=== pipeline_flow_ctrl ===
Figure 1. Gate families picked out (pipeline_flow_ctrl).
The bar under the picture is 50 µm long.
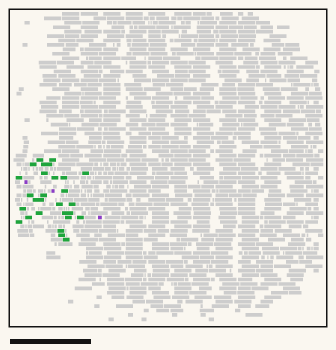
Figure 2. Metal layers overlaid (pipeline_flow_ctrl).
The bar under the picture is 50 µm long.
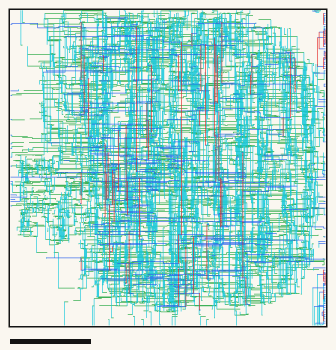
[config.mk]
export PLATFORM = sky130hd
export DESIGN_NAME = pipeline_flow_ctrl
export DESIGN_NICKNAME = d
export VERILOG_FILES = /design/src/rtl/pipeline_flow_ctrl.sv
export SDC_FILE = /design/constraint.sdc
export NUM_CORES = 1
export LEC_CHECK = 0
export CAP_MARGIN = 15
export CORE_UTILIZATION = 59
export CTS_BUF_LIST = sky130_fd_sc_hd__clkbuf_8 sky130_fd_sc_hd__clkbuf_16
export DETAILED_ROUTE_END_ITERATION = 16
export GPL_ROUTABILITY_DRIVEN = 0
export PLACE_DENSITY = 0.82
export SLEW_MARGIN = 20
export SYNTH_ARGS = -nofsm -noshare
export SYNTH_HDL_FRONTEND = slang
export SYNTH_SLANG_ARGS = --single-unit
[constraint.sdc]
create_clock -name clk -period 6.2 [get_ports clk]
set_input_delay 1.24 -clock clk [delete_from_list [all_inputs] [get_ports clk]]
set_output_delay 1.24 -clock clk [all_outputs]
set_load 0.005 [all_outputs]
[src/rtl/pipeline_flow_ctrl.sv]
// pipeline_flow_ctrl: AXI-Stream wrapper around a fixed-latency cen-gated pipeline,
// using credit admission into a first-word-fall-through output FIFO.
module pipeline_flow_ctrl #(
    parameter int DATA_WIDTH  = 32,
    parameter int PIPE_STAGES = 8,
    parameter int FIFO_DEPTH  = 16
) (
    input  logic                  clk,
    input  logic                  srst,
    input  logic [DATA_WIDTH-1:0] s_axis_tdata,
    input  logic                  s_axis_tlast,
    input  logic                  s_axis_tvalid,
    output logic                  s_axis_tready,
    output logic [DATA_WIDTH:0]   pipe_in,
    output logic                  pipe_cen,
    input  logic [DATA_WIDTH:0]   pipe_out,
    output logic [DATA_WIDTH-1:0] m_axis_tdata,
    output logic                  m_axis_tlast,
    output logic                  m_axis_tvalid,
    input  logic                  m_axis_tready
);
    localparam int AW = $clog2(FIFO_DEPTH);
    localparam int CW = AW + 1;
    logic [CW-1:0]          credit, inflight, count;
    logic [AW-1:0]          wr_ptr, rd_ptr;
    logic [PIPE_STAGES-1:0] tag;
    logic [DATA_WIDTH:0]    mem [FIFO_DEPTH];
    logic                   accept, pop, wr;
    assign s_axis_tready = (credit != '0) && !srst;
    assign accept        = s_axis_tvalid && s_axis_tready;
    assign m_axis_tvalid = (count != '0) && !srst;
    assign pop           = m_axis_tvalid && m_axis_tready;
    // cen may only stop once no tagged beat remains inside the pipeline
    assign pipe_cen      = !srst && (accept || (inflight != '0));
    assign wr            = tag[PIPE_STAGES-1] && pipe_cen;
    assign pipe_in       = {s_axis_tlast, s_axis_tdata};
    assign {m_axis_tlast, m_axis_tdata} = mem[rd_ptr];
    always_ff @(posedge clk) begin
        if (srst) begin
            credit   <= CW'(FIFO_DEPTH);
            inflight <= '0;
            count    <= '0;
            wr_ptr   <= '0;
            rd_ptr   <= '0;
            tag      <= '0;
        end else begin
            credit   <= credit - CW'(accept) + CW'(pop);
            inflight <= inflight + CW'(accept) - CW'(wr);
            count    <= count + CW'(wr) - CW'(pop);
            wr_ptr   <= wr_ptr + AW'(wr);
            rd_ptr   <= rd_ptr + AW'(pop);
            if (pipe_cen) tag <= (tag << 1) | PIPE_STAGES'(accept);
        end
    end
    always_ff @(posedge clk) if (wr) mem[wr_ptr] <= pipe_out;
    assert property (@(posedge clk) disable iff (srst)
        32'(credit) + 32'(inflight) + 32'(count) == 32'(FIFO_DEPTH));
    assert property (@(posedge clk) disable iff (srst) !(wr && count == CW'(FIFO_DEPTH)));
endmodule

==> impl_metrics.env <==
# source this file to load flow results
export IMPL_cts_hold_buf=0
export IMPL_netlist_cell_type_count=37
export IMPL_top_regs="mem x528, tag x8"
export IMPL_vias=10620
export IMPL_viasPerCell=6.588
export IMPL_comb_power_share_pct=11.1
export IMPL_cts_tree="built"
export IMPL_ir_drop_mv=0.2462
export IMPL_outcome="complete, no violations"
export IMPL_crit_path_start="rd_ptr[0]"
export IMPL_post_drt_wl_per_cell_um=29.89
export IMPL_clkSinkCount=559
export IMPL_design_area_mm2=0.02477
export IMPL_numPortBuffers=72
export IMPL_hold_path_startpoint="tag[0]"
export IMPL_r2r_end="inflight[4]"
export IMPL_top_cells_by_area="edfxtp_1 73%, mux4_2 12%, dfxtp_1 2.8%"
## Picture notes: Figure 1
Green marks fa/ha/maj cells, cells 25, where middle left. Purple marks and/or cells, cells 3.

## Picture notes: Figure 2
Green marks M1, wire length 18000 µm. Cyan marks M2, wire length 24.7 mm. Red marks M4, wire length 1670 µm. Blue marks M3, wire length 3860 µm.

## placed cells by master, fill, tap and decap left out, types with 7 or more instances in the layout
| master | n |
|---|---|
| clkbuf_16 | 55 |
| dfxtp_1 | 29 |
| xnor2_1 | 9 |
| nand2_1 | 38 |
| bufinv_16 | 7 |
| mux4_1 | 17 |
| mux4_2 | 115 |
| buf_4 | 20 |
| clkinv_2 | 16 |
| mux2i_1 | 7 |
| nor2b_1 | 11 |
| a22oi_1 | 66 |
| clkdlybuf4s50_1 | 72 |
| a21oi_1 | 7 |
| inv_1 | 27 |
| ha_1 | 22 |
| edfxtp_1 | 528 |
| nor2_1 | 20 |
| nor2_4 | 13 |
| clkinv_1 | 10 |
## cells by family after synthesis
kind of cell,share of synthesized area [%]
DFF,75.61
muxes,14.26
and+or+nand+nor,2.343
buffers and inverters,3.072
AOI/OAI and AO/OA,2.658
adders and majority gates,1.539
xor gates and xnor gates,0.5225
## per-layer routing
layer	track usage [%]	wire length (µm)	vias to the layer above	part of all wire, %
li1	-	-	4336	-
met1	33.63	17970	5512	37
met2	43.26	24680	639	51
met3	4.992	3859	133	8.0
met4	11.43	1673	0	3.5
met5	0	0	-	0

=== reg_file_32x8 ===
==> config.mk <==
export PLATFORM = sky130hd
export DESIGN_NAME = reg_file_32x8
export DESIGN_NICKNAME = d
export VERILOG_FILES = /design/src/rtl/cpu8_pkg.sv /design/src/rtl/mux32to1nbit.sv /design/src/rtl/reg_file_32x8.sv
export SDC_FILE = /design/constraint.sdc
export NUM_CORES = 1
export LEC_CHECK = 0
export ABC_CLOCK_PERIOD_IN_PS = 7700
export CAP_MARGIN = 10
export CORE_UTILIZATION = 55
export CTS_CLUSTER_DIAMETER = 30
export DETAILED_ROUTE_END_ITERATION = 10
export PLACE_DENSITY = 0.73
export SLEW_MARGIN = 20
export SYNTH_ARGS = -nofsm -noshare
export SYNTH_HDL_FRONTEND = slang
export SYNTH_SLANG_ARGS = --single-unit
export TNS_END_PERCENT = 1
==> constraint.sdc <==
create_clock -name clk -period 7.7 [get_ports clk]
set_clock_uncertainty 0.05 [all_clocks]
set_input_delay 1.54 -clock clk [delete_from_list [all_inputs] [get_ports clk]]
set_output_delay 1.54 -clock clk [all_outputs]
set_load 0.005 [all_outputs]
==> src/rtl/cpu8_pkg.sv <==
// ============================================================================
// cpu8_pkg : shared widths, address type and dump FSM state encoding for the
//            8-bit CPU register file.   Rev 1.0
// ============================================================================
`default_nettype none

package cpu8_pkg;

  localparam int DATA_W     = 8;
  localparam int REG_ADDR_W = 5;
  localparam int NUM_REGS   = 32;

  typedef logic [REG_ADDR_W-1:0] reg_addr_t;

  typedef enum logic [1:0] {
    IDLE = 2'd0,
    SCAN = 2'd1,
    DONE = 2'd2
  } dump_state_t;

endpackage

`default_nettype wire

==> src/rtl/mux32to1nbit.sv <==
// ============================================================================
// mux32to1nbit : 32-way N-bit combinational selector.   Rev 1.0
// ============================================================================
`default_nettype none

module mux32to1nbit #(
  parameter int N = 8
) (
  input  logic [31:0][N-1:0] d_in,
  input  logic [4:0]         sel,
  output logic [N-1:0]       y
);

  assign y = d_in[sel];

endmodule

`default_nettype wire

==> src/rtl/reg_file_32x8.sv <==
// ============================================================================
// reg_file_32x8 : 32x8 register bank, 1 write / 2 read ports plus a
//                 valid/ready register dump engine.
// Optional macro: REGFILE_BYPASS_EN (write-to-read forwarding on A/B).
// Rev 1.0
// ============================================================================
`default_nettype none

module reg_file_32x8
  import cpu8_pkg::*;
#(
  parameter int N        = DATA_W,
  parameter int NUM_REGS = cpu8_pkg::NUM_REGS
) (
  input  logic                  clk,
  input  logic                  rst_n,
  input  logic                  we,
  input  logic [REG_ADDR_W-1:0] waddr,
  input  logic [N-1:0]          wdata,
  input  logic [REG_ADDR_W-1:0] raddr_a,
  input  logic [REG_ADDR_W-1:0] raddr_b,
  output logic [N-1:0]          rdata_a,
  output logic [N-1:0]          rdata_b,
  input  logic                  dump_start,
  input  logic                  dump_ready,
  output logic                  dump_valid,
  output logic [REG_ADDR_W-1:0] dump_addr,
  output logic [N-1:0]          dump_data,
  output logic                  dump_busy,
  output logic                  dump_done
);

  localparam reg_addr_t LAST_IDX = reg_addr_t'(NUM_REGS - 1);

  logic [NUM_REGS-1:0][N-1:0] regs_q, regs_d;
  dump_state_t                state_q, state_d;
  reg_addr_t                  ptr_q, ptr_d;

  logic [N-1:0] mux_a, mux_b;

  // Storage and write decode
  always_comb begin
    regs_d = regs_q;
    if (we) begin
      regs_d[waddr] = wdata;
    end
  end

  always_ff @(posedge clk) begin
    if (!rst_n) begin
      regs_q  <= '0;
      state_q <= IDLE;
      ptr_q   <= '0;
    end else begin
      regs_q  <= regs_d;
      state_q <= state_d;
      ptr_q   <= ptr_d;
    end
  end

  mux32to1nbit #(.N(N)) u_mux_a (
    .d_in (regs_q),
    .sel  (raddr_a),
    .y    (mux_a)
  );

  mux32to1nbit #(.N(N)) u_mux_b (
    .d_in (regs_q),
    .sel  (raddr_b),
    .y    (mux_b)
  );

  // Dump beats always show the registered contents, never forwarded data
  mux32to1nbit #(.N(N)) u_mux_dump (
    .d_in (regs_q),
    .sel  (ptr_q),
    .y    (dump_data)
  );

`ifdef REGFILE_BYPASS_EN
  assign rdata_a = (we && (waddr == raddr_a)) ? wdata : mux_a;
  assign rdata_b = (we && (waddr == raddr_b)) ? wdata : mux_b;
`else
  assign rdata_a = mux_a;
  assign rdata_b = mux_b;
`endif

  always_comb begin
    state_d    = state_q;
    ptr_d      = ptr_q;
    dump_valid = 1'b0;
    dump_busy  = 1'b0;
    dump_done  = 1'b0;
    case (state_q)
      IDLE: begin
        if (dump_start) begin
          state_d = SCAN;
          ptr_d   = '0;
        end
      end
      SCAN: begin
        dump_valid = 1'b1;
        dump_busy  = 1'b1;
        if (dump_ready) begin
          if (ptr_q == LAST_IDX) begin
            state_d = DONE;
          end else begin
            ptr_d = ptr_q + reg_addr_t'(1);
          end
        end
      end
      DONE: begin
        dump_busy = 1'b1;
        dump_done = 1'b1;
        state_d   = IDLE;
        ptr_d     = '0;
      end
      default: begin
        state_d = IDLE;
        ptr_d   = '0;
      end
    endcase
  end

  assign dump_addr = ptr_q;

endmodule

`default_nettype wire

Figure 3. Gate families picked out (reg_file_32x8).
The bar under the picture is 50 µm long.
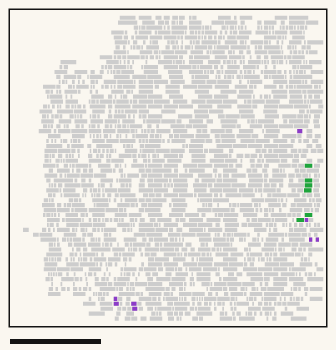
Purple marks and/or cells, cells 8. Green marks fa/ha/maj cells, cells 6, where middle right.

==> impl_metrics.env <==
# source this file to load flow results
export IMPL_outcome="complete, no violations"
export IMPL_comb_power_share_pct=6.8
export IMPL_clock_power_share_pct=60.7
export IMPL_dieArea_mm2=0.03037
export IMPL_grt_pass1_wl_mm=87.46
export IMPL_cts_hold_buf=0
export IMPL_seqPwrFrac_pct=32.6
export IMPL_core_area_mm2=0.02894
export IMPL_antenna_found_initial=0
export IMPL_worst_setup_path_type="in -> out"
export IMPL_synth_flops=263
export IMPL_post_cts_buffers=0
export IMPL_netlist_area_mm2=0.01632
export IMPL_final_comb_area_mm2=0.01034
export IMPL_clockBufferDepth=3
export IMPL_cts_root_buf="clkbuf_16"
export IMPL_largest_cell_class="combinational gates"
export IMPL_overflow=0
export IMPL_drv_slew=0
export IMPL_path_common_cell="mux4_2"
export IMPL_die_x_um=174.3
export IMPL_drv_cap=0
export IMPL_ff_type="dfxtp_1"
export IMPL_synth_most_common_cell="nand2_1"
export IMPL_combinationalPower_w=0.000290
export IMPL_edf_count=0
Figure 4. Sequential cells colored by netlist name (reg_file_32x8).
The bar under the picture is 50 µm long.
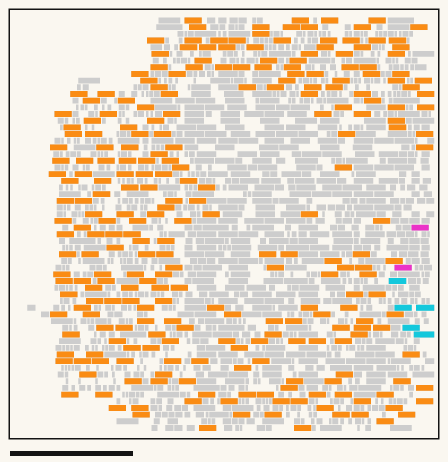
Orange marks regs_q, sequential cells 256, where spread over the die. Magenta marks state_q, sequential cells 2. Cyan marks dump_addr, sequential cells 5.
Sequential cell area: 0.005270 mm²
Flop+latch power: 0.00140 W
Util after Layout: 65.76%
flop share of the area: 27.70%

[per-stage QoR]
stage / worst slack, ns / hold WS, ns / instance area (µm²)
floorplan: 2.869 / 0.4086 / 16320
global placement: 1.617 / 0.4293 / 16880
detailed placement: 1.678 / 0.4373 / 16910
CTS: 1.673 / 0.4460 / 19020
global route: 1.532 / 0.4735 / 19030
finish: 1.553 / 0.4525 / 19030
[cell families after synthesis]
group                      Yosys count  synth area share (%)
AOI/OAI and AO/OA                  449                 18.47
DFF                                263                 32.26
and+or+nand+nor                    456                 12.26
muxes                              259                 31.95
buffers and inverters              178                 4.599
adders and majority gates            6                0.4599
[metal layers]
metal	routed length, µm	global-route usage [%]
met5	0	0
met4	3309	19.66
met3	8572	12.71
met2	24900	56.18
met1	20170	49.66
[registers in the layout, indices dropped and copies added, names as in the netlist]
| name | flops |
|---|---|
| dump_addr | 5 |
| regs_q | 256 |
| state_q | 2 |
[worst paths after layout]
path                                   start            to  depth (start not counted)  slack [ns]
worst max-delay path              raddr_a[2]    rdata_a[5]                          6        1.55
worst min-delay path              regs_q[81]    regs_q[81]                          2        0.45
worst max register to register  dump_addr[1]  dump_addr[3]                          8        5.30
worst min register to register    regs_q[81]    regs_q[81]                          2        0.45

=== spi_slave_shifter ===
Figure 5. Gate families picked out (spi_slave_shifter).
The bar under the picture is 20 µm long.
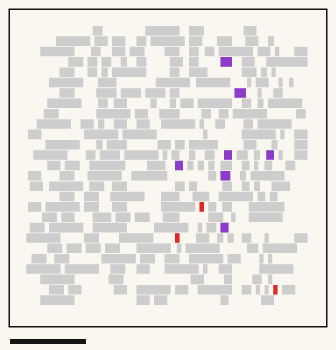
--- config.mk ---
export PLATFORM = sky130hd
export DESIGN_NAME = spi_slave_shifter
export DESIGN_NICKNAME = d
export VERILOG_FILES = /design/src/rtl/spi_slave_shifter.sv
export SDC_FILE = /design/constraint.sdc
export NUM_CORES = 1
export LEC_CHECK = 0
export ABC_CLOCK_PERIOD_IN_PS = 2400
export CAP_MARGIN = 20
export CELL_PAD_IN_SITES_DETAIL_PLACEMENT = 1
export CELL_PAD_IN_SITES_GLOBAL_PLACEMENT = 1
export CORE_MARGIN = 4
export CORE_UTILIZATION = 45
export DETAILED_ROUTE_END_ITERATION = 12
export PLACE_DENSITY_LB_ADDON = 0.1
export SYNTH_ARGS = -nofsm -noshare
export SYNTH_HDL_FRONTEND = slang
export SYNTH_SLANG_ARGS = --single-unit
--- constraint.sdc ---
create_clock -name pclk -period 2.4 [get_ports pclk]
set_clock_uncertainty 0.15 [all_clocks]
set_input_delay 0.48 -clock pclk [delete_from_list [all_inputs] [get_ports pclk]]
set_output_delay 0.48 -clock pclk [all_outputs]
set_load 0.02 [all_outputs]
--- src/rtl/spi_slave_shifter.sv ---
// spi_slave_shifter: SPI responder; oversamples sclk/ss/mosi in pclk, deserialises mosi, serialises a buffered tx word.
// Optional SPI_SLAVE_UNDERRUN_EN adds a sticky tx underrun flag with clear input.
module spi_slave_shifter #(
  parameter int DATA_W      = 8,
  parameter int SYNC_STAGES = 2
) (
  input  logic              pclk,
  input  logic              preset,
  input  logic              cpol_i,
  input  logic              cpha_i,
  input  logic              lsbfe_i,
  input  logic              sclk_i,
  input  logic              ss_i,
  input  logic              mosi_i,
  output logic              miso_o,
  output logic              miso_oe_o,
  input  logic [DATA_W-1:0] tx_data_i,
  input  logic              tx_load_i,
  output logic              tx_ready_o,
  output logic [DATA_W-1:0] rx_data_o,
  output logic              rx_valid_o,
  output logic              busy_o
`ifdef SPI_SLAVE_UNDERRUN_EN
  ,
  output logic              tx_underrun_o,
  input  logic              tx_underrun_clr_i
`endif
);
  localparam int CW = $clog2(DATA_W + 1);
  localparam logic [CW-1:0] LAST = CW'(DATA_W);
  typedef enum logic [1:0] {IDLE, LOAD, ACTIVE} state_t;
  state_t state;
  logic [SYNC_STAGES-1:0] sclk_s, ss_s, mosi_s;
  logic sclk_d, ss_d;
  logic cpol_q, cpha_q, lsbfe_q;
  logic [DATA_W-1:0] tx_buf, tx_sr, rx_sr, tx_word;
  logic [CW-1:0] bit_cnt;
  logic sclk_q, ss_q, mosi_q, sclk_rise, sclk_fall, sample_edge, shift_edge, ss_fall, first_bit;
  always_comb begin
    sclk_q      = sclk_s[SYNC_STAGES-1];
    ss_q        = ss_s[SYNC_STAGES-1];
    mosi_q      = mosi_s[SYNC_STAGES-1];
    sclk_rise   = sclk_q & ~sclk_d;
    sclk_fall   = ~sclk_q & sclk_d;
    sample_edge = (cpol_q == cpha_q) ? sclk_rise : sclk_fall;
    shift_edge  = (cpol_q == cpha_q) ? sclk_fall : sclk_rise;
    ss_fall     = ~ss_q & ss_d;
    // an empty buffer is bypassed by a coincident load, else the frame sends all ones
    tx_word     = !tx_ready_o ? tx_buf : tx_load_i ? tx_data_i : '1;
    first_bit   = lsbfe_i ? tx_word[0] : tx_word[DATA_W-1];
  end
  always_ff @(posedge pclk or posedge preset) begin
    if (preset) begin
      sclk_s <= '0;
      ss_s   <= '1;
      mosi_s <= '0;
      sclk_d <= 1'b0;
      ss_d   <= 1'b1;
    end else begin
      sclk_s <= {sclk_s[SYNC_STAGES-2:0], sclk_i};
      ss_s   <= {ss_s[SYNC_STAGES-2:0], ss_i};
      mosi_s <= {mosi_s[SYNC_STAGES-2:0], mosi_i};
      sclk_d <= sclk_q;
      ss_d   <= ss_q;
    end
  end
  always_ff @(posedge pclk or posedge preset) begin
    if (preset) begin
      state      <= IDLE;
      cpol_q     <= 1'b0;
      cpha_q     <= 1'b0;
      lsbfe_q    <= 1'b0;
      tx_buf     <= '0;
      tx_sr      <= '0;
      rx_sr      <= '0;
      bit_cnt    <= '0;
      miso_o     <= 1'b0;
      miso_oe_o  <= 1'b0;
      tx_ready_o <= 1'b1;
      rx_data_o  <= '0;
      rx_valid_o <= 1'b0;
      busy_o     <= 1'b0;
`ifdef SPI_SLAVE_UNDERRUN_EN
      tx_underrun_o <= 1'b0;
`endif
    end else begin
      rx_valid_o <= 1'b0;
      if (tx_load_i) tx_buf <= tx_data_i;
      tx_ready_o <= (state == LOAD) ? !(tx_load_i && !tx_ready_o) : tx_ready_o && !tx_load_i;
`ifdef SPI_SLAVE_UNDERRUN_EN
      tx_underrun_o <= (state == LOAD && tx_ready_o && !tx_load_i) ? 1'b1 :
                       tx_underrun_clr_i ? 1'b0 : tx_underrun_o;
`endif
      case (state)
        IDLE: if (ss_fall) state <= LOAD;
        LOAD: begin
          cpol_q    <= cpol_i;
          cpha_q    <= cpha_i;
          lsbfe_q   <= lsbfe_i;
          tx_sr     <= tx_word;
          miso_o    <= first_bit;
          bit_cnt   <= '0;
          busy_o    <= 1'b1;
          miso_oe_o <= 1'b1;
          state     <= ACTIVE;
        end
        ACTIVE: begin
          if (bit_cnt == LAST) begin
            rx_data_o  <= rx_sr;
            rx_valid_o <= 1'b1;
            state      <= ss_q ? IDLE : LOAD;
            busy_o     <= !ss_q;
            miso_oe_o  <= !ss_q;
            miso_o     <= ss_q ? 1'b0 : miso_o;
          end else if (ss_q) begin
            state     <= IDLE;
            busy_o    <= 1'b0;
            miso_oe_o <= 1'b0;
            miso_o    <= 1'b0;
          end else begin
            if (sample_edge) begin
              rx_sr   <= lsbfe_q ? {mosi_q, rx_sr[DATA_W-1:1]} : {rx_sr[DATA_W-2:0], mosi_q};
              bit_cnt <= bit_cnt + 1'b1;
            end
            // shift edges before the first sample are either the cpha=1 lead (bit already out) or a prior frame's trail
            if (shift_edge && |bit_cnt) begin
              tx_sr  <= lsbfe_q ? tx_sr >> 1 : tx_sr << 1;
              miso_o <= lsbfe_q ? tx_sr[1] : tx_sr[DATA_W-2];
            end
          end
        end
        default: state <= IDLE;
      endcase
    end
  end
endmodule

==> impl_metrics.env <==
# source this file to load flow results
export IMPL_globalplace_congestion=0.7643
export IMPL_dpl_cell_count=303
export IMPL_outcome="complete, no violations"
export IMPL_drv_slew=0
export IMPL_ff_count=53
export IMPL_worst_setup_path_type="reg -> out"
export IMPL_cts_tree="built"
export IMPL_cts_made_buffers=5
export IMPL_ys_cells=208
export IMPL_fp_dieH_um=82.98
export IMPL_worst_path_buf_inv=1
export IMPL_post_route_min_period_ns=2.309
export IMPL_cp_required_ns=1.77
export IMPL_avgSynthCellArea_um2=12.16
export IMPL_combinationalPower_w=0.000644
export IMPL_p_int_w=0.001590
export IMPL_detail_route_first_pass_iterations=4
export IMPL_fp_nets=227
export IMPL_clock_latency_ns=0.30
export IMPL_min_path_type="reg -> reg"
export IMPL_clk_pin_slew_ns=0.10
export IMPL_top_cells_by_area="dfrtp_1 48%, mux2_2 14%, dfstp_2 4.2%"
export IMPL_clkSinkCount=53
export IMPL_inverters=3
export IMPL_worstMarginPinSlew_ns=0.7876
export IMPL_common_cells="49 x dfrtp_1, 32 x mux2_2, 14 x nand2_1"
export IMPL_warnings=27
export IMPL_grt_start_max_net_pins=28
export IMPL_diodes=0
## Picture notes: Figure 5
Red marks inv cells, cells 3. Purple marks and/or cells, cells 7.
non-filler cells, final: 311
logic share of the area: 37.48%

## worst paths after layout
path | to | cells past startpoint | startpoint | slack (ns)
worst max register to register | bit_cnt[1] | 6 | bit_cnt[0] | 0.13
worst min register to register | sclk_s[1] | 0 | sclk_s[0] | 0.21
worst max-delay path | tx_ready_o | 1 | tx_ready_o | 0.09
min in group asynchronous | rx_sr[5] | 3 | preset | 0.41
worst min-delay path | sclk_s[1] | 0 | sclk_s[0] | 0.21
max in group asynchronous | ss_d | 3 | preset | 1.38
## metrics by stage
stage	setup slack (ns)	util, %	power, W
2_1_floorplan	0.2767	-	0.001638
3_3_place_gp	0.2184	53.13	0.001794
3_5_place_dp	0.05968	53.13	0.001840
4_1_cts	0.02882	54.80	0.002348
5_1_grt	0.03295	54.89	0.002453
6_report	0.09058	54.89	0.002316
## what timing repair did
item / in CTS / in global routing
gates resized: 0 / 2
endpoints found under the setup margin: 0 / 9
setup buffers: 0 / 0
## registers in the layout, summed over array words and instances (netlist names), 2 cells and up
name	flops
rx_sr	8
sclk_s	2
tx_buf	8
state	2
tx_sr	8
bit_cnt	4
rx_data_o	8
mosi_s	2
ss_s	2

=== data_memory_p ===
Figure 6. Gate families picked out (data_memory_p).
The bar under the picture is 50 µm long.
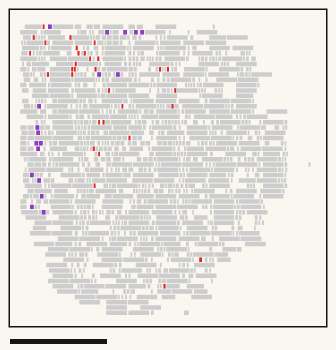
Figure 7. Sequential cells colored by netlist name (data_memory_p).
The bar under the picture is 50 µm long.
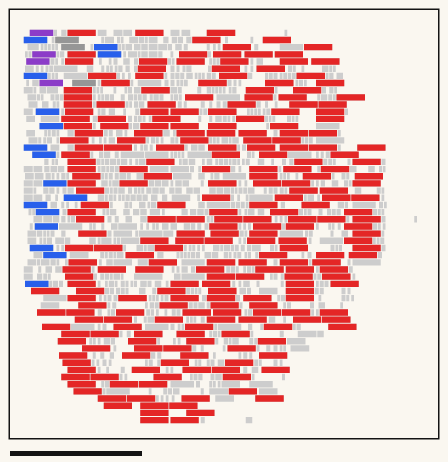
[src/rtl/data_memory_p.sv]
// Single-port data RAM for the CORG datapath with per-byte write enables and self-clear after reset.
// Latency: 1 cycle for read (read_data/read_valid registered) and write; clear takes DEPTH cycles.
// Backpressure: none; requests are ignored until ready, after which one request per cycle is accepted.
// Optional byte parity is enabled by defining DATA_MEMORY_P_PARITY_EN.
module data_memory_p #(
    parameter int DATA_W = 16,
    parameter int ADDR_W = 4,
    parameter int DEPTH  = 16
) (
    input  logic                clk,
    input  logic                rst_n,
    input  logic [ADDR_W-1:0]   address,
    input  logic [DATA_W-1:0]   write_data,
    input  logic [DATA_W/8-1:0] byte_en,
    input  logic                write_enable,
    input  logic                read_enable,
    output logic [DATA_W-1:0]   read_data,
    output logic                read_valid,
    output logic                ready,
    output logic                par_err
);

    localparam int NB    = DATA_W / 8;
    localparam int IDX_W = (DEPTH > 1) ? $clog2(DEPTH) : 1;
    localparam logic [ADDR_W:0]  DEPTH_C = (ADDR_W + 1)'(DEPTH);
    localparam logic [IDX_W-1:0] LAST_C  = IDX_W'(DEPTH - 1);

    typedef enum logic {
        ST_CLEAR = 1'b0,
        ST_IDLE  = 1'b1
    } state_t;

    state_t             state_q, state_d;
    logic [IDX_W-1:0]   clr_cnt_q, clr_cnt_d;
    logic [DATA_W-1:0]  read_data_q, read_data_d;
    logic               read_valid_q, read_valid_d;
    logic               ready_q, ready_d;

    // Storage array; never reset asynchronously, cleared word by word instead.
    logic [DATA_W-1:0]  mem [DEPTH];

    logic               in_range;
    logic               rd_fire;
    logic               wr_fire;
    logic               clr_fire;
    logic [IDX_W-1:0]   idx;
    logic [DATA_W-1:0]  old_word;
    logic [DATA_W-1:0]  merged_word;
    logic               mem_we;
    logic [IDX_W-1:0]   mem_idx;
    logic [DATA_W-1:0]  mem_wdata;

`ifdef DATA_MEMORY_P_PARITY_EN
    // One even-parity bit per stored byte.
    logic [NB-1:0]      par_mem [DEPTH];
    logic [NB-1:0]      old_par;
    logic [NB-1:0]      merged_par;
    logic [NB-1:0]      calc_par;
    logic [NB-1:0]      mem_wpar;
    logic               par_mismatch;
    logic               par_err_q, par_err_d;
`endif

    // Request decode and the write-first merge of the addressed word.
    always_comb begin
        idx      = address[IDX_W-1:0];
        in_range = ({1'b0, address} < DEPTH_C);
        clr_fire = (state_q == ST_CLEAR);
        rd_fire  = (state_q == ST_IDLE) && read_enable;
        wr_fire  = (state_q == ST_IDLE) && write_enable && in_range;

        old_word    = in_range ? mem[idx] : '0;
        merged_word = old_word;
        for (int i = 0; i < NB; i++) begin
            if (write_enable && byte_en[i]) begin
                merged_word[8*i +: 8] = write_data[8*i +: 8];
            end
        end

        // The clear sequence owns the port while it runs.
        mem_we    = clr_fire || wr_fire;
        mem_idx   = clr_fire ? clr_cnt_q : idx;
        mem_wdata = clr_fire ? '0 : merged_word;
    end

`ifdef DATA_MEMORY_P_PARITY_EN
    // Parity of the merged word: fresh parity for written bytes, stored parity elsewhere.
    always_comb begin
        old_par    = in_range ? par_mem[idx] : '0;
        merged_par = old_par;
        calc_par   = '0;
        for (int i = 0; i < NB; i++) begin
            calc_par[i] = ^merged_word[8*i +: 8];
            if (write_enable && byte_en[i]) begin
                merged_par[i] = ^write_data[8*i +: 8];
            end
        end
        par_mismatch = |(calc_par ^ merged_par);
        mem_wpar     = clr_fire ? '0 : merged_par;
    end
`endif

    // Next-state logic for the clear/idle sequencer and the registered read port.
    always_comb begin
        state_d      = state_q;
        clr_cnt_d    = clr_cnt_q;
        ready_d      = ready_q;
        read_data_d  = read_data_q;
        read_valid_d = 1'b0;

        case (state_q)
            ST_CLEAR: begin
                clr_cnt_d = clr_cnt_q + 1'b1;
                if (clr_cnt_q == LAST_C) begin
                    clr_cnt_d = '0;
                    state_d   = ST_IDLE;
                    ready_d   = 1'b1;
                end
            end
            ST_IDLE: begin
                ready_d = 1'b1;
                if (rd_fire) begin
                    // Out-of-range reads still complete, returning zero.
                    read_data_d  = in_range ? merged_word : '0;
                    read_valid_d = 1'b1;
                end
            end
            default: begin
                state_d = ST_CLEAR;
            end
        endcase
    end

`ifdef DATA_MEMORY_P_PARITY_EN
    // Parity error only reported alongside an in-range read.
    always_comb begin
        par_err_d = rd_fire && in_range && par_mismatch;
    end
`endif

    // Control and output registers; reset restarts the clear and drops any in-flight read.
    always_ff @(posedge clk or negedge rst_n) begin
        if (!rst_n) begin
            state_q      <= ST_CLEAR;
            clr_cnt_q    <= '0;
            read_data_q  <= '0;
            read_valid_q <= 1'b0;
            ready_q      <= 1'b0;
`ifdef DATA_MEMORY_P_PARITY_EN
            par_err_q    <= 1'b0;
`endif
        end else begin
            state_q      <= state_d;
            clr_cnt_q    <= clr_cnt_d;
            read_data_q  <= read_data_d;
            read_valid_q <= read_valid_d;
            ready_q      <= ready_d;
`ifdef DATA_MEMORY_P_PARITY_EN
            par_err_q    <= par_err_d;
`endif
        end
    end

    // Array write port, shared by the clear sequencer and normal writes.
    always_ff @(posedge clk) begin
        if (mem_we) begin
            mem[mem_idx] <= mem_wdata;
        end
    end

`ifdef DATA_MEMORY_P_PARITY_EN
    // Parity array follows the data array write for write.
    always_ff @(posedge clk) begin
        if (mem_we) begin
            par_mem[mem_idx] <= mem_wpar;
        end
    end
`endif

    assign read_data  = read_data_q;
    assign read_valid = read_valid_q;
    assign ready      = ready_q;
`ifdef DATA_MEMORY_P_PARITY_EN
    assign par_err    = par_err_q;
`else
    assign par_err    = 1'b0;
`endif

endmodule

[config.mk]
export PLATFORM = sky130hd
export DESIGN_NAME = data_memory_p
export DESIGN_NICKNAME = d
export VERILOG_FILES = /design/src/rtl/data_memory_p.sv
export SDC_FILE = /design/constraint.sdc
export NUM_CORES = 1
export LEC_CHECK = 0
export ABC_AREA = 1
export CORE_MARGIN = 5
export CORE_UTILIZATION = 50
export DETAILED_ROUTE_END_ITERATION = 12
export PLACE_DENSITY = 0.79
export SYNTH_ARGS = -nofsm -noshare
export SYNTH_HDL_FRONTEND = slang
export SYNTH_SLANG_ARGS = --single-unit
[constraint.sdc]
create_clock -name clk -period 2.2 [get_ports clk]
set_input_delay 0.44 -clock clk [delete_from_list [all_inputs] [get_ports clk]]
set_output_delay 0.44 -clock clk [all_outputs]
set_load 0.05 [all_outputs]
==> impl_metrics.env <==
# source this file to load flow results
export IMPL_ir_drop_mv=0.7769
export IMPL_rows=55
export IMPL_adder_share_pct=0.1078
export IMPL_worst_path_buf_inv=5
export IMPL_violations="negative setup slack"
export IMPL_detail_route_first_pass_iterations=5
export IMPL_netlist_area_mm2=0.01160
export IMPL_finalSetupViolations=24
export IMPL_outcome="finished, violations left"
export IMPL_wl_mm=30.69
export IMPL_post_drt_wl_per_cell_um=20.07
export IMPL_core_area_mm2=0.02278
export IMPL_grt_total_usage_pct=23.24
export IMPL_top_cells_by_area="edfxtp_1 66%, nand2_1 13%, nand3_1 9.7%"
export IMPL_r2r_end="mem[7][4]"
export IMPL_clkSinkCount=279
export IMPL_yosysChipArea_mm2=0.01160
export IMPL_final_comb_area_mm2=0.002949
export IMPL_rsz0062_at_grt="true"
export IMPL_drtAntennaViolNets=0
export IMPL_max_freq_mhz=452.0
export IMPL_drc=0
export IMPL_overflow=0
export IMPL_cpLargestDelayFamily="buffers and inverters"
export IMPL_ff_type="edfxtp_1"
export IMPL_critPathSlowestCell="clkdlybuf4s50_1"
export IMPL_fin_ws_ns=-0.01221
export IMPL_fp_dieH_um=162.3
About Figure 6:
Red marks inv cells, cells 31. Purple marks and/or cells, cells 18.

About Figure 7:
Red marks mem, sequential cells 256. Blue marks read_data, sequential cells 16. Purple marks clr_cnt_q, sequential cells 4, where upper left.
Another 3 sequential cells are not colored.
flop share of the area: 57.97%
Sequential cell area: 0.008263 mm²
Flop+latch power: 0.00605 W
Util after Layout: 62.58%

-- state kept, by name (all words and copies together), names as in the netlist --
name,flops
read_valid,1
mem,256
state_q,1
clr_cnt_q,4
read_data,16
ready,1
-- layer usage --
layer / part of all wire (%) / vias up / GRT usage [%]
li1: - / 3884 / -
met3: 11 / 96 / 3.898
met5: 0 / - / 0
met1: 37 / 4115 / 30.34
met2: 49 / 615 / 39.75
met4: 3.2 / 0 / 7.997
-- area by class of cell --
class / instances / share of cell area [%]
flip-flops and latches: 279 / 57.97
clock inverters: 16 / 1.080
repair buffers: 177 / 11.82
clock buffers: 32 / 4.872
well taps: 313 / 2.748
multi-input cells: 681 / 20.69
inverters: 31 / 0.8251
-- through the flow --
| stage | instances | util, % | setup TNS, ns | hold WS, ns |
|---|---|---|---|---|
| floorplan | 1051 | - | -11.65 | 0.1444 |
| global placement | 1481 | 58.65 | -174.74 | 0.4528 |
| detailed placement | 1481 | 58.65 | -202.85 | 0.4553 |
| CTS | 1529 | 62.42 | 0 | 0.2684 |
| global route | 1529 | 62.58 | -2.339 | 0.2870 |
| finish | 1529 | 62.58 | -0.1253 | 0.2699 |

=== conv_pe_ctrl ===
Figure 8. Sequential cells colored by netlist name (conv_pe_ctrl).
The bar under the picture is 50 µm long.
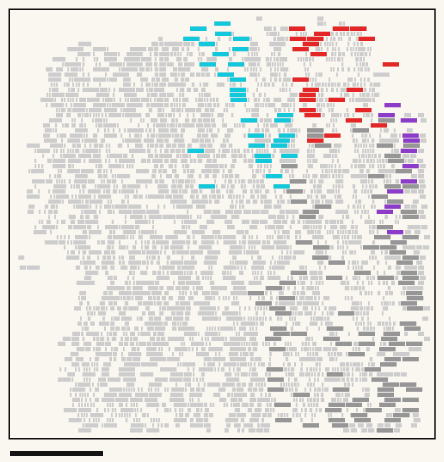
Figure 9. Layout detail (conv_pe_ctrl).
The bar under the picture is 5 µm long. Window x 104 to 124, y 150 to 170 µm. Cells in gray, sequential cells in the stronger gray; small squares are vias.
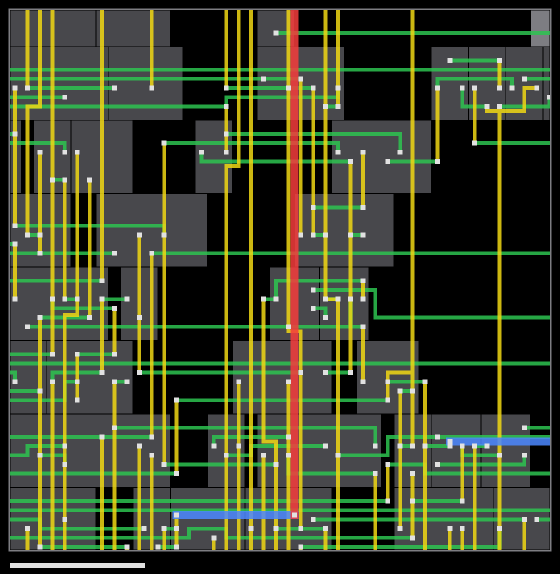
## src/rtl/conv_pe_ctrl.sv

```systemverilog
// Tile sequencer for a 3x3 conv_pe engine: preloads and swaps filters per tile,
// sweeps the output frame row by row, then waits for the engine to drain.
module conv_pe_ctrl #(
    parameter int K         = 3,
    parameter int Tin       = 4,
    parameter int W_Tin     = 2,
    parameter int W_SIZE    = 10,
    parameter int W_CHANNEL = 10,
    parameter int W_FADDR   = 12,
    parameter int W_VCNT    = 24
) (
    input  logic                 clk,
    input  logic                 rstn,
    input  logic                 start,
    input  logic [W_SIZE-1:0]    cfg_width,
    input  logic [W_SIZE-1:0]    cfg_height,
    input  logic [W_CHANNEL-1:0] cfg_n_tiles,
    output logic                 busy,
    output logic                 done,
    output logic                 ifm_rd_en,
    output logic [W_SIZE-1:0]    ifm_rd_row,
    output logic [W_SIZE-1:0]    ifm_rd_col,
    output logic                 filter_rd_en,
    output logic [W_FADDR-1:0]   filter_rd_addr,
    output logic                 c_ctrl_data_run,
    output logic                 c_top_cal_start,
    output logic                 c_is_first_row,
    output logic                 c_is_last_row,
    output logic                 c_is_first_col,
    output logic                 c_is_last_col,
    output logic                 load_filter,
    output logic [W_Tin-1:0]     load_idx,
    output logic                 change_filter,
    input  logic                 pe_vld,
    output logic [W_CHANNEL-1:0] tile_idx
);

    localparam int W_TGT = 2 * W_SIZE + W_CHANNEL;

    typedef enum logic [2:0] {
        IDLE  = 3'd0,
        LOADF = 3'd1,
        LWAIT = 3'd2,
        SWAP  = 3'd3,
        ROW   = 3'd4,
        GAP   = 3'd5,
        DRAIN = 3'd6,
        FIN   = 3'd7
    } state_t;

    state_t               state_r, state_nxt_s;
    logic [W_Tin-1:0]     idx_r, idx_nxt_s;
    logic [W_SIZE-1:0]    col_r, col_nxt_s;
    logic [W_SIZE-1:0]    row_r, row_nxt_s;
    logic [W_CHANNEL-1:0] tile_r, tile_nxt_s;
    logic                 gap_r, gap_nxt_s;

    logic [W_SIZE-1:0]    width_r, height_r;
    logic [W_CHANNEL-1:0] ntiles_r;
    logic [W_TGT-1:0]     target_r;
    logic [W_VCNT-1:0]    vcnt_r, vcnt_nxt_s;
    logic                 drained_s;
    logic                 degen_s;
    logic [W_FADDR-1:0]   faddr_nxt_s;
    logic [4:0]           rd_flags_s;

    logic                 busy_r, done_r;
    logic                 ifm_rd_en_r, filter_rd_en_r;
    logic [W_SIZE-1:0]    ifm_rd_row_r, ifm_rd_col_r;
    logic [W_FADDR-1:0]   filter_rd_addr_r;
    logic                 load_filter_r, change_filter_r;
    logic [W_Tin-1:0]     load_idx_r;
    // {en, first_row, last_row, first_col, last_col} per read, aged K cycles to the cal slot
    logic [4:0]           pipe_r [K];

    assign degen_s     = (cfg_width < W_SIZE'(2)) || (cfg_height == W_SIZE'(0)) ||
                         (cfg_n_tiles == W_CHANNEL'(0));
    assign faddr_nxt_s = W_FADDR'(tile_nxt_s) * W_FADDR'(Tin) + W_FADDR'(idx_nxt_s);
    assign drained_s   = W_TGT'(vcnt_nxt_s) >= target_r;

    // Output-valid counter next value: cleared on start, saturating count while busy.
    always_comb begin
        vcnt_nxt_s = vcnt_r;
        if ((state_r == IDLE) && start) begin
            vcnt_nxt_s = {W_VCNT{1'b0}};
        end else if (busy_r && pe_vld && (vcnt_r != {W_VCNT{1'b1}})) begin
            vcnt_nxt_s = vcnt_r + W_VCNT'(1);
        end else begin
            vcnt_nxt_s = vcnt_r;
        end
    end

    // Next-state and counter sequencing.
    always_comb begin
        state_nxt_s = state_r;
        idx_nxt_s   = idx_r;
        col_nxt_s   = col_r;
        row_nxt_s   = row_r;
        tile_nxt_s  = tile_r;
        gap_nxt_s   = gap_r;
        case (state_r)
            IDLE: begin
                if (start) begin
                    idx_nxt_s  = W_Tin'(0);
                    col_nxt_s  = W_SIZE'(0);
                    row_nxt_s  = W_SIZE'(0);
                    tile_nxt_s = W_CHANNEL'(0);
                    gap_nxt_s  = 1'b0;
                    // degenerate jobs park in DRAIN with a zero target for one cycle
                    state_nxt_s = degen_s ? DRAIN : LOADF;
                end else begin
                    state_nxt_s = IDLE;
                end
            end
            LOADF: begin
                if (idx_r == W_Tin'(Tin - 1)) begin
                    state_nxt_s = LWAIT;
                    idx_nxt_s   = W_Tin'(0);
                end else begin
                    idx_nxt_s = idx_r + W_Tin'(1);
                end
            end
            LWAIT: state_nxt_s = SWAP;
            SWAP: begin
                state_nxt_s = ROW;
                col_nxt_s   = W_SIZE'(0);
            end
            ROW: begin
                if (col_r == width_r - W_SIZE'(1)) begin
                    state_nxt_s = GAP;
                    col_nxt_s   = W_SIZE'(0);
                    gap_nxt_s   = 1'b0;
                end else begin
                    col_nxt_s = col_r + W_SIZE'(1);
                end
            end
            GAP: begin
                if (!gap_r) begin
                    gap_nxt_s = 1'b1;
                end else if (row_r < height_r - W_SIZE'(1)) begin
                    state_nxt_s = ROW;
                    row_nxt_s   = row_r + W_SIZE'(1);
                    col_nxt_s   = W_SIZE'(0);
                end else if (tile_r < ntiles_r - W_CHANNEL'(1)) begin
                    state_nxt_s = LOADF;
                    tile_nxt_s  = tile_r + W_CHANNEL'(1);
                    row_nxt_s   = W_SIZE'(0);
                    idx_nxt_s   = W_Tin'(0);
                end else begin
                    state_nxt_s = DRAIN;
                end
            end
            DRAIN: state_nxt_s = drained_s ? FIN : DRAIN;
            FIN:   state_nxt_s = IDLE;
            default: state_nxt_s = IDLE;
        endcase
    end

    // Read-stage border flags, gated by the read strobe.
    always_comb begin
        rd_flags_s = 5'b0_0000;
        if (ifm_rd_en_r) begin
            rd_flags_s = {1'b1,
                          row_r == W_SIZE'(0),
                          row_r == height_r - W_SIZE'(1),
                          col_r == W_SIZE'(0),
                          col_r == width_r - W_SIZE'(1)};
        end else begin
            rd_flags_s = 5'b0_0000;
        end
    end

    // State, counters, latched job configuration and output-valid counter.
    always_ff @(posedge clk or negedge rstn) begin
        if (!rstn) begin
            state_r  <= IDLE;
            idx_r    <= W_Tin'(0);
            col_r    <= W_SIZE'(0);
            row_r    <= W_SIZE'(0);
            tile_r   <= W_CHANNEL'(0);
            gap_r    <= 1'b0;
            width_r  <= W_SIZE'(0);
            height_r <= W_SIZE'(0);
            ntiles_r <= W_CHANNEL'(0);
            target_r <= W_TGT'(0);
            vcnt_r   <= W_VCNT'(0);
        end else begin
            state_r <= state_nxt_s;
            idx_r   <= idx_nxt_s;
            col_r   <= col_nxt_s;
            row_r   <= row_nxt_s;
            tile_r  <= tile_nxt_s;
            gap_r   <= gap_nxt_s;
            vcnt_r  <= vcnt_nxt_s;
            if ((state_r == IDLE) && start) begin
                width_r  <= cfg_width;
                height_r <= cfg_height;
                ntiles_r <= cfg_n_tiles;
                target_r <= degen_s ? W_TGT'(0) :
                            W_TGT'(cfg_width) * W_TGT'(cfg_height) * W_TGT'(cfg_n_tiles);
            end else begin
                target_r <= target_r;
            end
        end
    end

    // Registered strobes/addresses decoded from the next state, plus delay stages.
    always_ff @(posedge clk or negedge rstn) begin
        if (!rstn) begin
            busy_r           <= 1'b0;
            done_r           <= 1'b0;
            ifm_rd_en_r      <= 1'b0;
            ifm_rd_row_r     <= W_SIZE'(0);
            ifm_rd_col_r     <= W_SIZE'(0);
            filter_rd_en_r   <= 1'b0;
            filter_rd_addr_r <= W_FADDR'(0);
            change_filter_r  <= 1'b0;
            load_filter_r    <= 1'b0;
            load_idx_r       <= W_Tin'(0);
            for (int i = 0; i < K; i++) begin
                pipe_r[i] <= 5'b0_0000;
            end
        end else begin
            busy_r           <= (state_nxt_s != IDLE) && (state_nxt_s != FIN);
            done_r           <= state_nxt_s == FIN;
            ifm_rd_en_r      <= state_nxt_s == ROW;
            ifm_rd_row_r     <= (state_nxt_s == ROW) ? row_nxt_s : W_SIZE'(0);
            ifm_rd_col_r     <= (state_nxt_s == ROW) ? col_nxt_s : W_SIZE'(0);
            filter_rd_en_r   <= state_nxt_s == LOADF;
            filter_rd_addr_r <= (state_nxt_s == LOADF) ? faddr_nxt_s : W_FADDR'(0);
            change_filter_r  <= state_nxt_s == SWAP;
            load_filter_r    <= filter_rd_en_r;
            load_idx_r       <= filter_rd_en_r ? idx_r : W_Tin'(0);
            pipe_r[0]        <= rd_flags_s;
            for (int i = 1; i < K; i++) begin
                pipe_r[i] <= pipe_r[i-1];
            end
        end
    end

    assign busy            = busy_r;
    assign done            = done_r;
    assign ifm_rd_en       = ifm_rd_en_r;
    assign ifm_rd_row      = ifm_rd_row_r;
    assign ifm_rd_col      = ifm_rd_col_r;
    assign filter_rd_en    = filter_rd_en_r;
    assign filter_rd_addr  = filter_rd_addr_r;
    assign change_filter   = change_filter_r;
    assign load_filter     = load_filter_r;
    assign load_idx        = load_idx_r;
    assign tile_idx        = tile_r;
    assign c_ctrl_data_run = pipe_r[0][4];
    assign c_top_cal_start = pipe_r[K-1][4];
    assign c_is_first_row  = pipe_r[K-1][3];
    assign c_is_last_row   = pipe_r[K-1][2];
    assign c_is_first_col  = pipe_r[K-1][1];
    assign c_is_last_col   = pipe_r[K-1][0];

endmodule

```

## config.mk

```make
export PLATFORM = sky130hd
export DESIGN_NAME = conv_pe_ctrl
export DESIGN_NICKNAME = d
export VERILOG_FILES = /design/src/rtl/conv_pe_ctrl.sv
export SDC_FILE = /design/constraint.sdc
export NUM_CORES = 1
export LEC_CHECK = 0
export ABC_AREA = 1
export CORE_AREA = 2 2 225 227
export CTS_CLUSTER_DIAMETER = 200
export DETAILED_ROUTE_END_ITERATION = 12
export DIE_AREA = 0 0 227 229
export PLACE_DENSITY = 0.59
export SYNTH_ARGS = -nofsm -noshare
export SYNTH_HDL_FRONTEND = slang
export SYNTH_SLANG_ARGS = --single-unit
```

## constraint.sdc

```tcl
create_clock -name clk -period 5.54 [get_ports clk]
set_input_delay 1.108 -clock clk [delete_from_list [all_inputs] [get_ports clk]]
set_output_delay 1.108 -clock clk [all_outputs]
set_load 0.02 [all_outputs]
```

==> impl_metrics.env <==
# source this file to load flow results
export IMPL_top_area_share_pct=22.23
export IMPL_grt_start_max_net_pins=93
export IMPL_violations="negative setup slack"
export IMPL_rows=82
export IMPL_wl_met3_mm=2.253
export IMPL_cts_root_buf="clkbuf_16"
export IMPL_outcome="finished, violations left"
export IMPL_drt_iter0_markers=1204
export IMPL_ff_type="dfrtp_1"
export IMPL_clk_pin_slew_ns=0.07
export IMPL_critPathSlowestCell="fa_1"
export IMPL_overflow=0
export IMPL_vias=17720
export IMPL_min_path_type="reg -> reg"
export IMPL_critical_path_max_fanout=4
export IMPL_ff_count=175
export IMPL_clkSinkCount=175
export IMPL_fin_ws_ns=-3.514
export IMPL_finalSetupViolations=25
About Figure 8:
Purple marks filter_rd_addr, sequential cells 12. Red marks vcnt_r, sequential cells 24, where upper right. Cyan marks target_r, sequential cells 30, where top center.
Sequential cell area: 0.004379 mm²
Util after Layout: 52.93%
flop share of the area: 16.66%

About Figure 9:
Red marks M4. Blue marks M3. Yellow marks M2. Green marks M1.
Most frequent: nand3_2 (5), nand2_1 (5), buf_4 (3). Sequential cells in the window: 0. 31 logic cells have their middle in the window.

path summary, 6_finish.rpt:
kind	startpoint	to	slack [ns]	cells after the start
min	pipe_r[8]	c_is_first_row	0.35	0
min in group asynchronous	rstn	c_top_cal_start	0.68	1
max	cfg_width[1]	target_r[29]	-3.51	40
max in group asynchronous	rstn	vcnt_r[12]	3.88	2
min reg2reg	pipe_r[8]	c_is_first_row	0.35	0
max reg2reg	vcnt_r[0]	ifm_rd_row[9]	1.42	28
flip-flops by register name (all words and copies together) (netlist names), 2 cells and up:
register        count
vcnt_r             24
state_r             3
ifm_rd_row         10
ifm_rd_col         10
row_r              10
ntiles_r           10
filter_rd_addr     12
load_idx            2
pipe_r              9
height_r           10
tile_idx           10
target_r           30
col_r              10
width_r            10
idx_r               2
kinds of logic (layout without fill, tap and decap cells):
kind of cell	Yosys count	count (layout)	synth area share (%)
buffers and inverters	585	963	11.41
adder cells (fa/ha/maj)	377	377	31.73
XOR/XNOR	51	51	2.420
AND/OR/NAND/NOR	1066	1066	23.57
AND-OR/OR-AND	293	293	8.640
flip-flops	175	175	22.23

=== mux_seq_stream ===
### src/rtl/mux_seq_pkg.sv
// Shared types and constants for the scanning word selector.
// Imported by the selector and the sequencer top.
package mux_seq_pkg;

  typedef enum logic [1:0] {
    IDLE,
    RUN,
    DRAIN
  } state_t;

  localparam int DEF_DATA_W = 16;
  localparam int DEF_N_IN   = 32;

  function automatic int clog2(input int n);
    int r;
    r = 0;
    while ((1 << r) < n) r++;
    return r;
  endfunction

endpackage

### src/rtl/mux_seq_stream_mux_n.sv
// Combinational N:1 word selector over a flat bus.
// Out-of-range indices select zero.
module mux_n
  import mux_seq_pkg::*;
#(
  parameter int DATA_W = DEF_DATA_W,
  parameter int N_IN   = DEF_N_IN,
  parameter int SEL_W  = clog2(N_IN)
) (
  input  logic [N_IN*DATA_W-1:0] in_flat,
  input  logic [SEL_W-1:0]       sel,
  output logic [DATA_W-1:0]      y
);

  always_comb begin
    y = '0;
    for (int k = 0; k < N_IN; k++) begin
      if (int'(sel) == k) y = in_flat[k*DATA_W +: DATA_W];
    end
  end

endmodule

### src/rtl/mux_seq_stream.sv
// N:1 word selector with a scan sequencer streaming words
// over a valid/ready output; manual lookup while idle.
module mux_seq_stream
  import mux_seq_pkg::*;
#(
  parameter int DATA_W = DEF_DATA_W,
  parameter int N_IN   = DEF_N_IN,
  parameter int SEL_W  = clog2(N_IN)
) (
  input  logic                   clk,
  input  logic                   reset,
  input  logic [N_IN*DATA_W-1:0] in_flat,
  input  logic                   start,
  input  logic [SEL_W-1:0]       base,
  input  logic [SEL_W:0]         count,
  input  logic [SEL_W-1:0]       sel_manual,
  output logic [DATA_W-1:0]      out_data,
  output logic [SEL_W-1:0]       out_idx,
  output logic                   out_valid,
  input  logic                   out_ready,
  output logic                   busy,
  output logic                   done,
  output logic                   err
);

  localparam logic [SEL_W-1:0] LAST = SEL_W'(N_IN - 1);
  localparam logic [SEL_W:0]   ONE  = (SEL_W+1)'(1);

  state_t             state;
  logic [SEL_W-1:0]   idx;
  logic [SEL_W:0]     rem;
  logic [SEL_W-1:0]   msel;
  logic [DATA_W-1:0]  word;
  logic               load;
  logic               bad;

  assign msel = (state == IDLE) ? sel_manual : idx;
  assign load = !out_valid || out_ready;
  assign bad  = (int'(base) >= N_IN) || (int'(count) > N_IN);
  assign busy = (state != IDLE);

  mux_n #(
    .DATA_W (DATA_W),
    .N_IN   (N_IN),
    .SEL_W  (SEL_W)
  ) u_mux (
    .in_flat (in_flat),
    .sel     (msel),
    .y       (word)
  );

  always_ff @(posedge clk) begin
    if (reset) begin
      state     <= IDLE;
      idx       <= '0;
      rem       <= '0;
      out_data  <= '0;
      out_idx   <= '0;
      out_valid <= 1'b0;
      done      <= 1'b0;
      err       <= 1'b0;
    end else begin
      done <= 1'b0;
      err  <= 1'b0;
      unique case (state)
        IDLE: begin
          out_data  <= word;
          out_idx   <= sel_manual;
          out_valid <= 1'b0;
          if (start) begin
            if (bad) begin
              err <= 1'b1;
            end else if (count == '0) begin
              done <= 1'b1;
            end else begin
              idx   <= base;
              rem   <= count;
              state <= RUN;
            end
          end
        end
        RUN: begin
          if (load) begin
            out_data  <= word;
            out_idx   <= idx;
            out_valid <= 1'b1;
            idx       <= (idx == LAST) ? '0 : idx + 1'b1;
            rem       <= rem - ONE;
            if (rem == ONE) state <= DRAIN;
          end
        end
        DRAIN: begin
          // last beat waits here until the consumer takes it
          if (out_ready) begin
            out_valid <= 1'b0;
            done      <= 1'b1;
            state     <= IDLE;
          end
        end
        default: state <= IDLE;
      endcase
    end
  end

endmodule
### config.mk
export PLATFORM = sky130hd
export DESIGN_NAME = mux_seq_stream
export DESIGN_NICKNAME = d
export VERILOG_FILES = /design/src/rtl/mux_seq_pkg.sv /design/src/rtl/mux_seq_stream_mux_n.sv /design/src/rtl/mux_seq_stream.sv
export SDC_FILE = /design/constraint.sdc
export NUM_CORES = 1
export LEC_CHECK = 0
export CORE_AREA = 4 4 213 215
export CTS_CLUSTER_DIAMETER = 100
export DETAILED_ROUTE_END_ITERATION = 6
export DIE_AREA = 0 0 217 219
export MAX_ROUTING_LAYER = met4
export RECOVER_POWER = 25
export SLEW_MARGIN = 20
export SYNTH_ARGS = -nofsm -noshare
export SYNTH_HDL_FRONTEND = slang
export SYNTH_SLANG_ARGS = --single-unit
### constraint.sdc
create_clock -name clk -period 2.4 [get_ports clk]
set_input_delay 0.48 -clock clk [delete_from_list [all_inputs] [get_ports clk]]
set_output_delay 0.48 -clock clk [all_outputs]
set_load 0.01 [all_outputs]
Figure 10. Metal layers overlaid (mux_seq_stream).
The bar under the picture is 50 µm long.
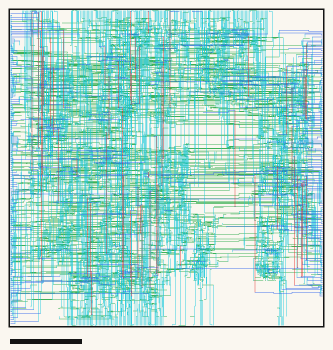
Green marks M1, wire length 31.3 mm. Red marks M4, wire length 2870 µm. Cyan marks M2, wire length 37.0 mm. Blue marks M3, wire length 5560 µm.
Total GRT Usage: 30.88%
WL per Instance: 30.06 µm
Routed WL: 76.73 mm
DR vias: 13.58k

==> impl_metrics.env <==
# source this file to load flow results
export IMPL_crit_end="out_data[15]"
export IMPL_drt_iter0_markers=1302
export IMPL_clock_power_share_pct=12.4
export IMPL_cts_repair_resized=181
export IMPL_powerSeq_w=0.000802
export IMPL_fin_ws_ns=-0.4507
export IMPL_violations="negative setup slack"
export IMPL_finalSetupViolations=16
export IMPL_cp_required_ns=2.58
export IMPL_outcome="finished, violations left"
export IMPL_grtUsageMet1_pct=37.17
export IMPL_ir_drop_mv=0.2060
export IMPL_dr_max_layer_used="met4"
export IMPL_ys_warn_count=0
export IMPL_clkSinkCount=37
export IMPL_fin_crit_sh_pct=118.8
Figure 11. Layout detail (mux_seq_stream).
The bar under the picture is 5 µm long. Window x 98 to 118, y 143 to 163 µm. Cells in gray, sequential cells in the stronger gray; small squares are vias.
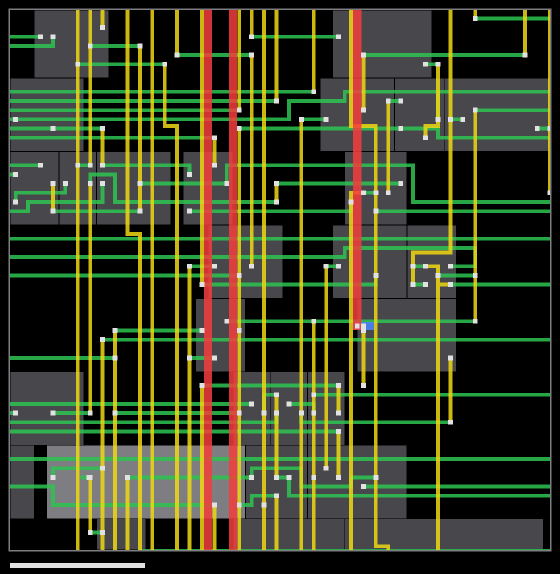
Green marks M1. Blue marks M3. Yellow marks M2. Red marks M4.
Most frequent: buf_4 (6), a21oi_1 (3), nor2_1 (3). Sequential cells in the window: 1. 23 logic cells have their middle in the window. Netlist names of flops here include out_data (1).

==> area by class of cell <==
cell class	count	share of cell area [%]
repair buffers	988	53.11
inverters	7	0.1491
diodes	24	0.3408
well taps	592	4.203
flip-flops and latches	37	4.246
clock inverters	3	0.1278
clock buffers	5	0.7100
multi-input cells	896	37.11
==> state kept, by name, summed over array words and instances (netlist names) <==
name       count
out_data      16
done           1
out_idx        5
idx            5
rem            6
err            1
out_valid      1
state          2
==> cell usage after synthesis (5+ instances only) <==
cell type  number
a221oi_1       30
buf_2          36
nor3_1         31
a211oi_1       19
nand4_1         7
nor3_2         11
a22oi_1        62
a2111oi_0       6
nor2_1         92
nand2_1       107
mux2i_1         5
o21ai_0        79
a22o_1         10
o2bb2ai_1       5
o21a_1         11
buf_4           6
o22ai_1        53
o221ai_1       19
o21ai_1         7
a311oi_1       11
a2bb2oi_1       5
a21oi_1       113
a21o_1          7
inv_1           6
nand2b_1        6
o211ai_1       14
nor4_1          8
nand3_1        44
a221o_1        12
clkbuf_1       35
or3_1           5
or4_1           5
a31oi_1        14
dfxtp_1        37
a222oi_1       13
o31ai_1        11


==> layout pictures side by side <==
Track usage over the die.
image #1
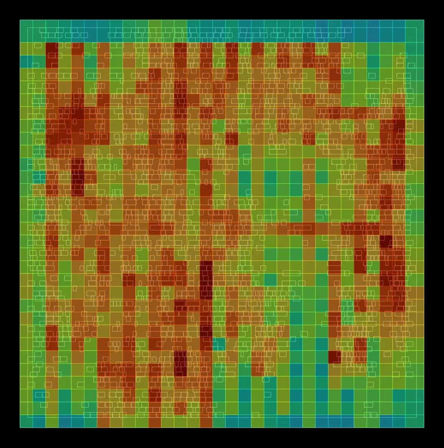
image #2
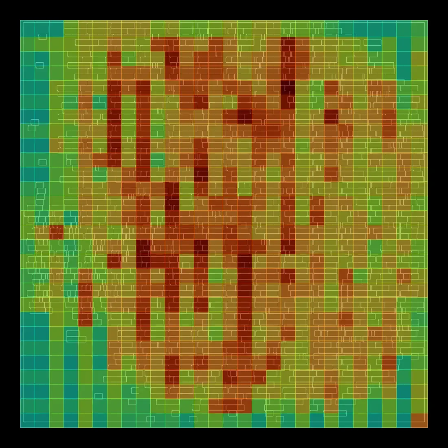
image #3
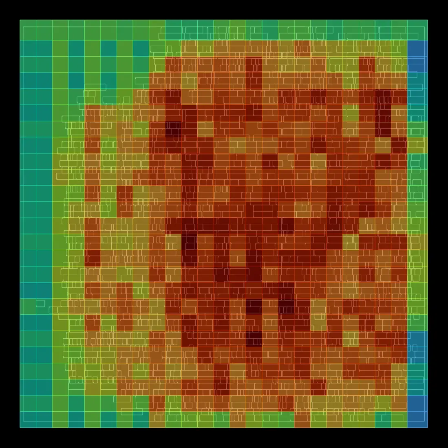
image #4
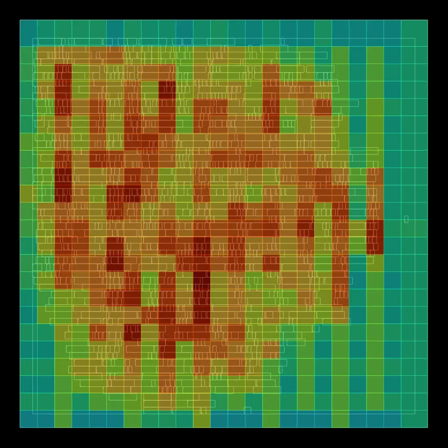
image #5
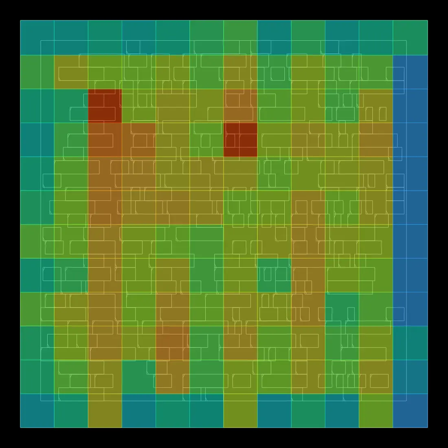
image #6
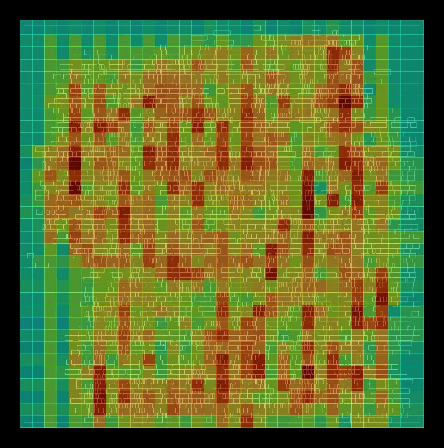
Image #4 is data_memory_p.
Image #2 is pipeline_flow_ctrl.
Image #6 is conv_pe_ctrl.
Image #3 is reg_file_32x8.
Image #1 is mux_seq_stream.
Image #5 is spi_slave_shifter.
Of these, lowest track usage: image #5
Of these, lowest utilization: image #1

Power is estimated from default activity; no workload was simulated.
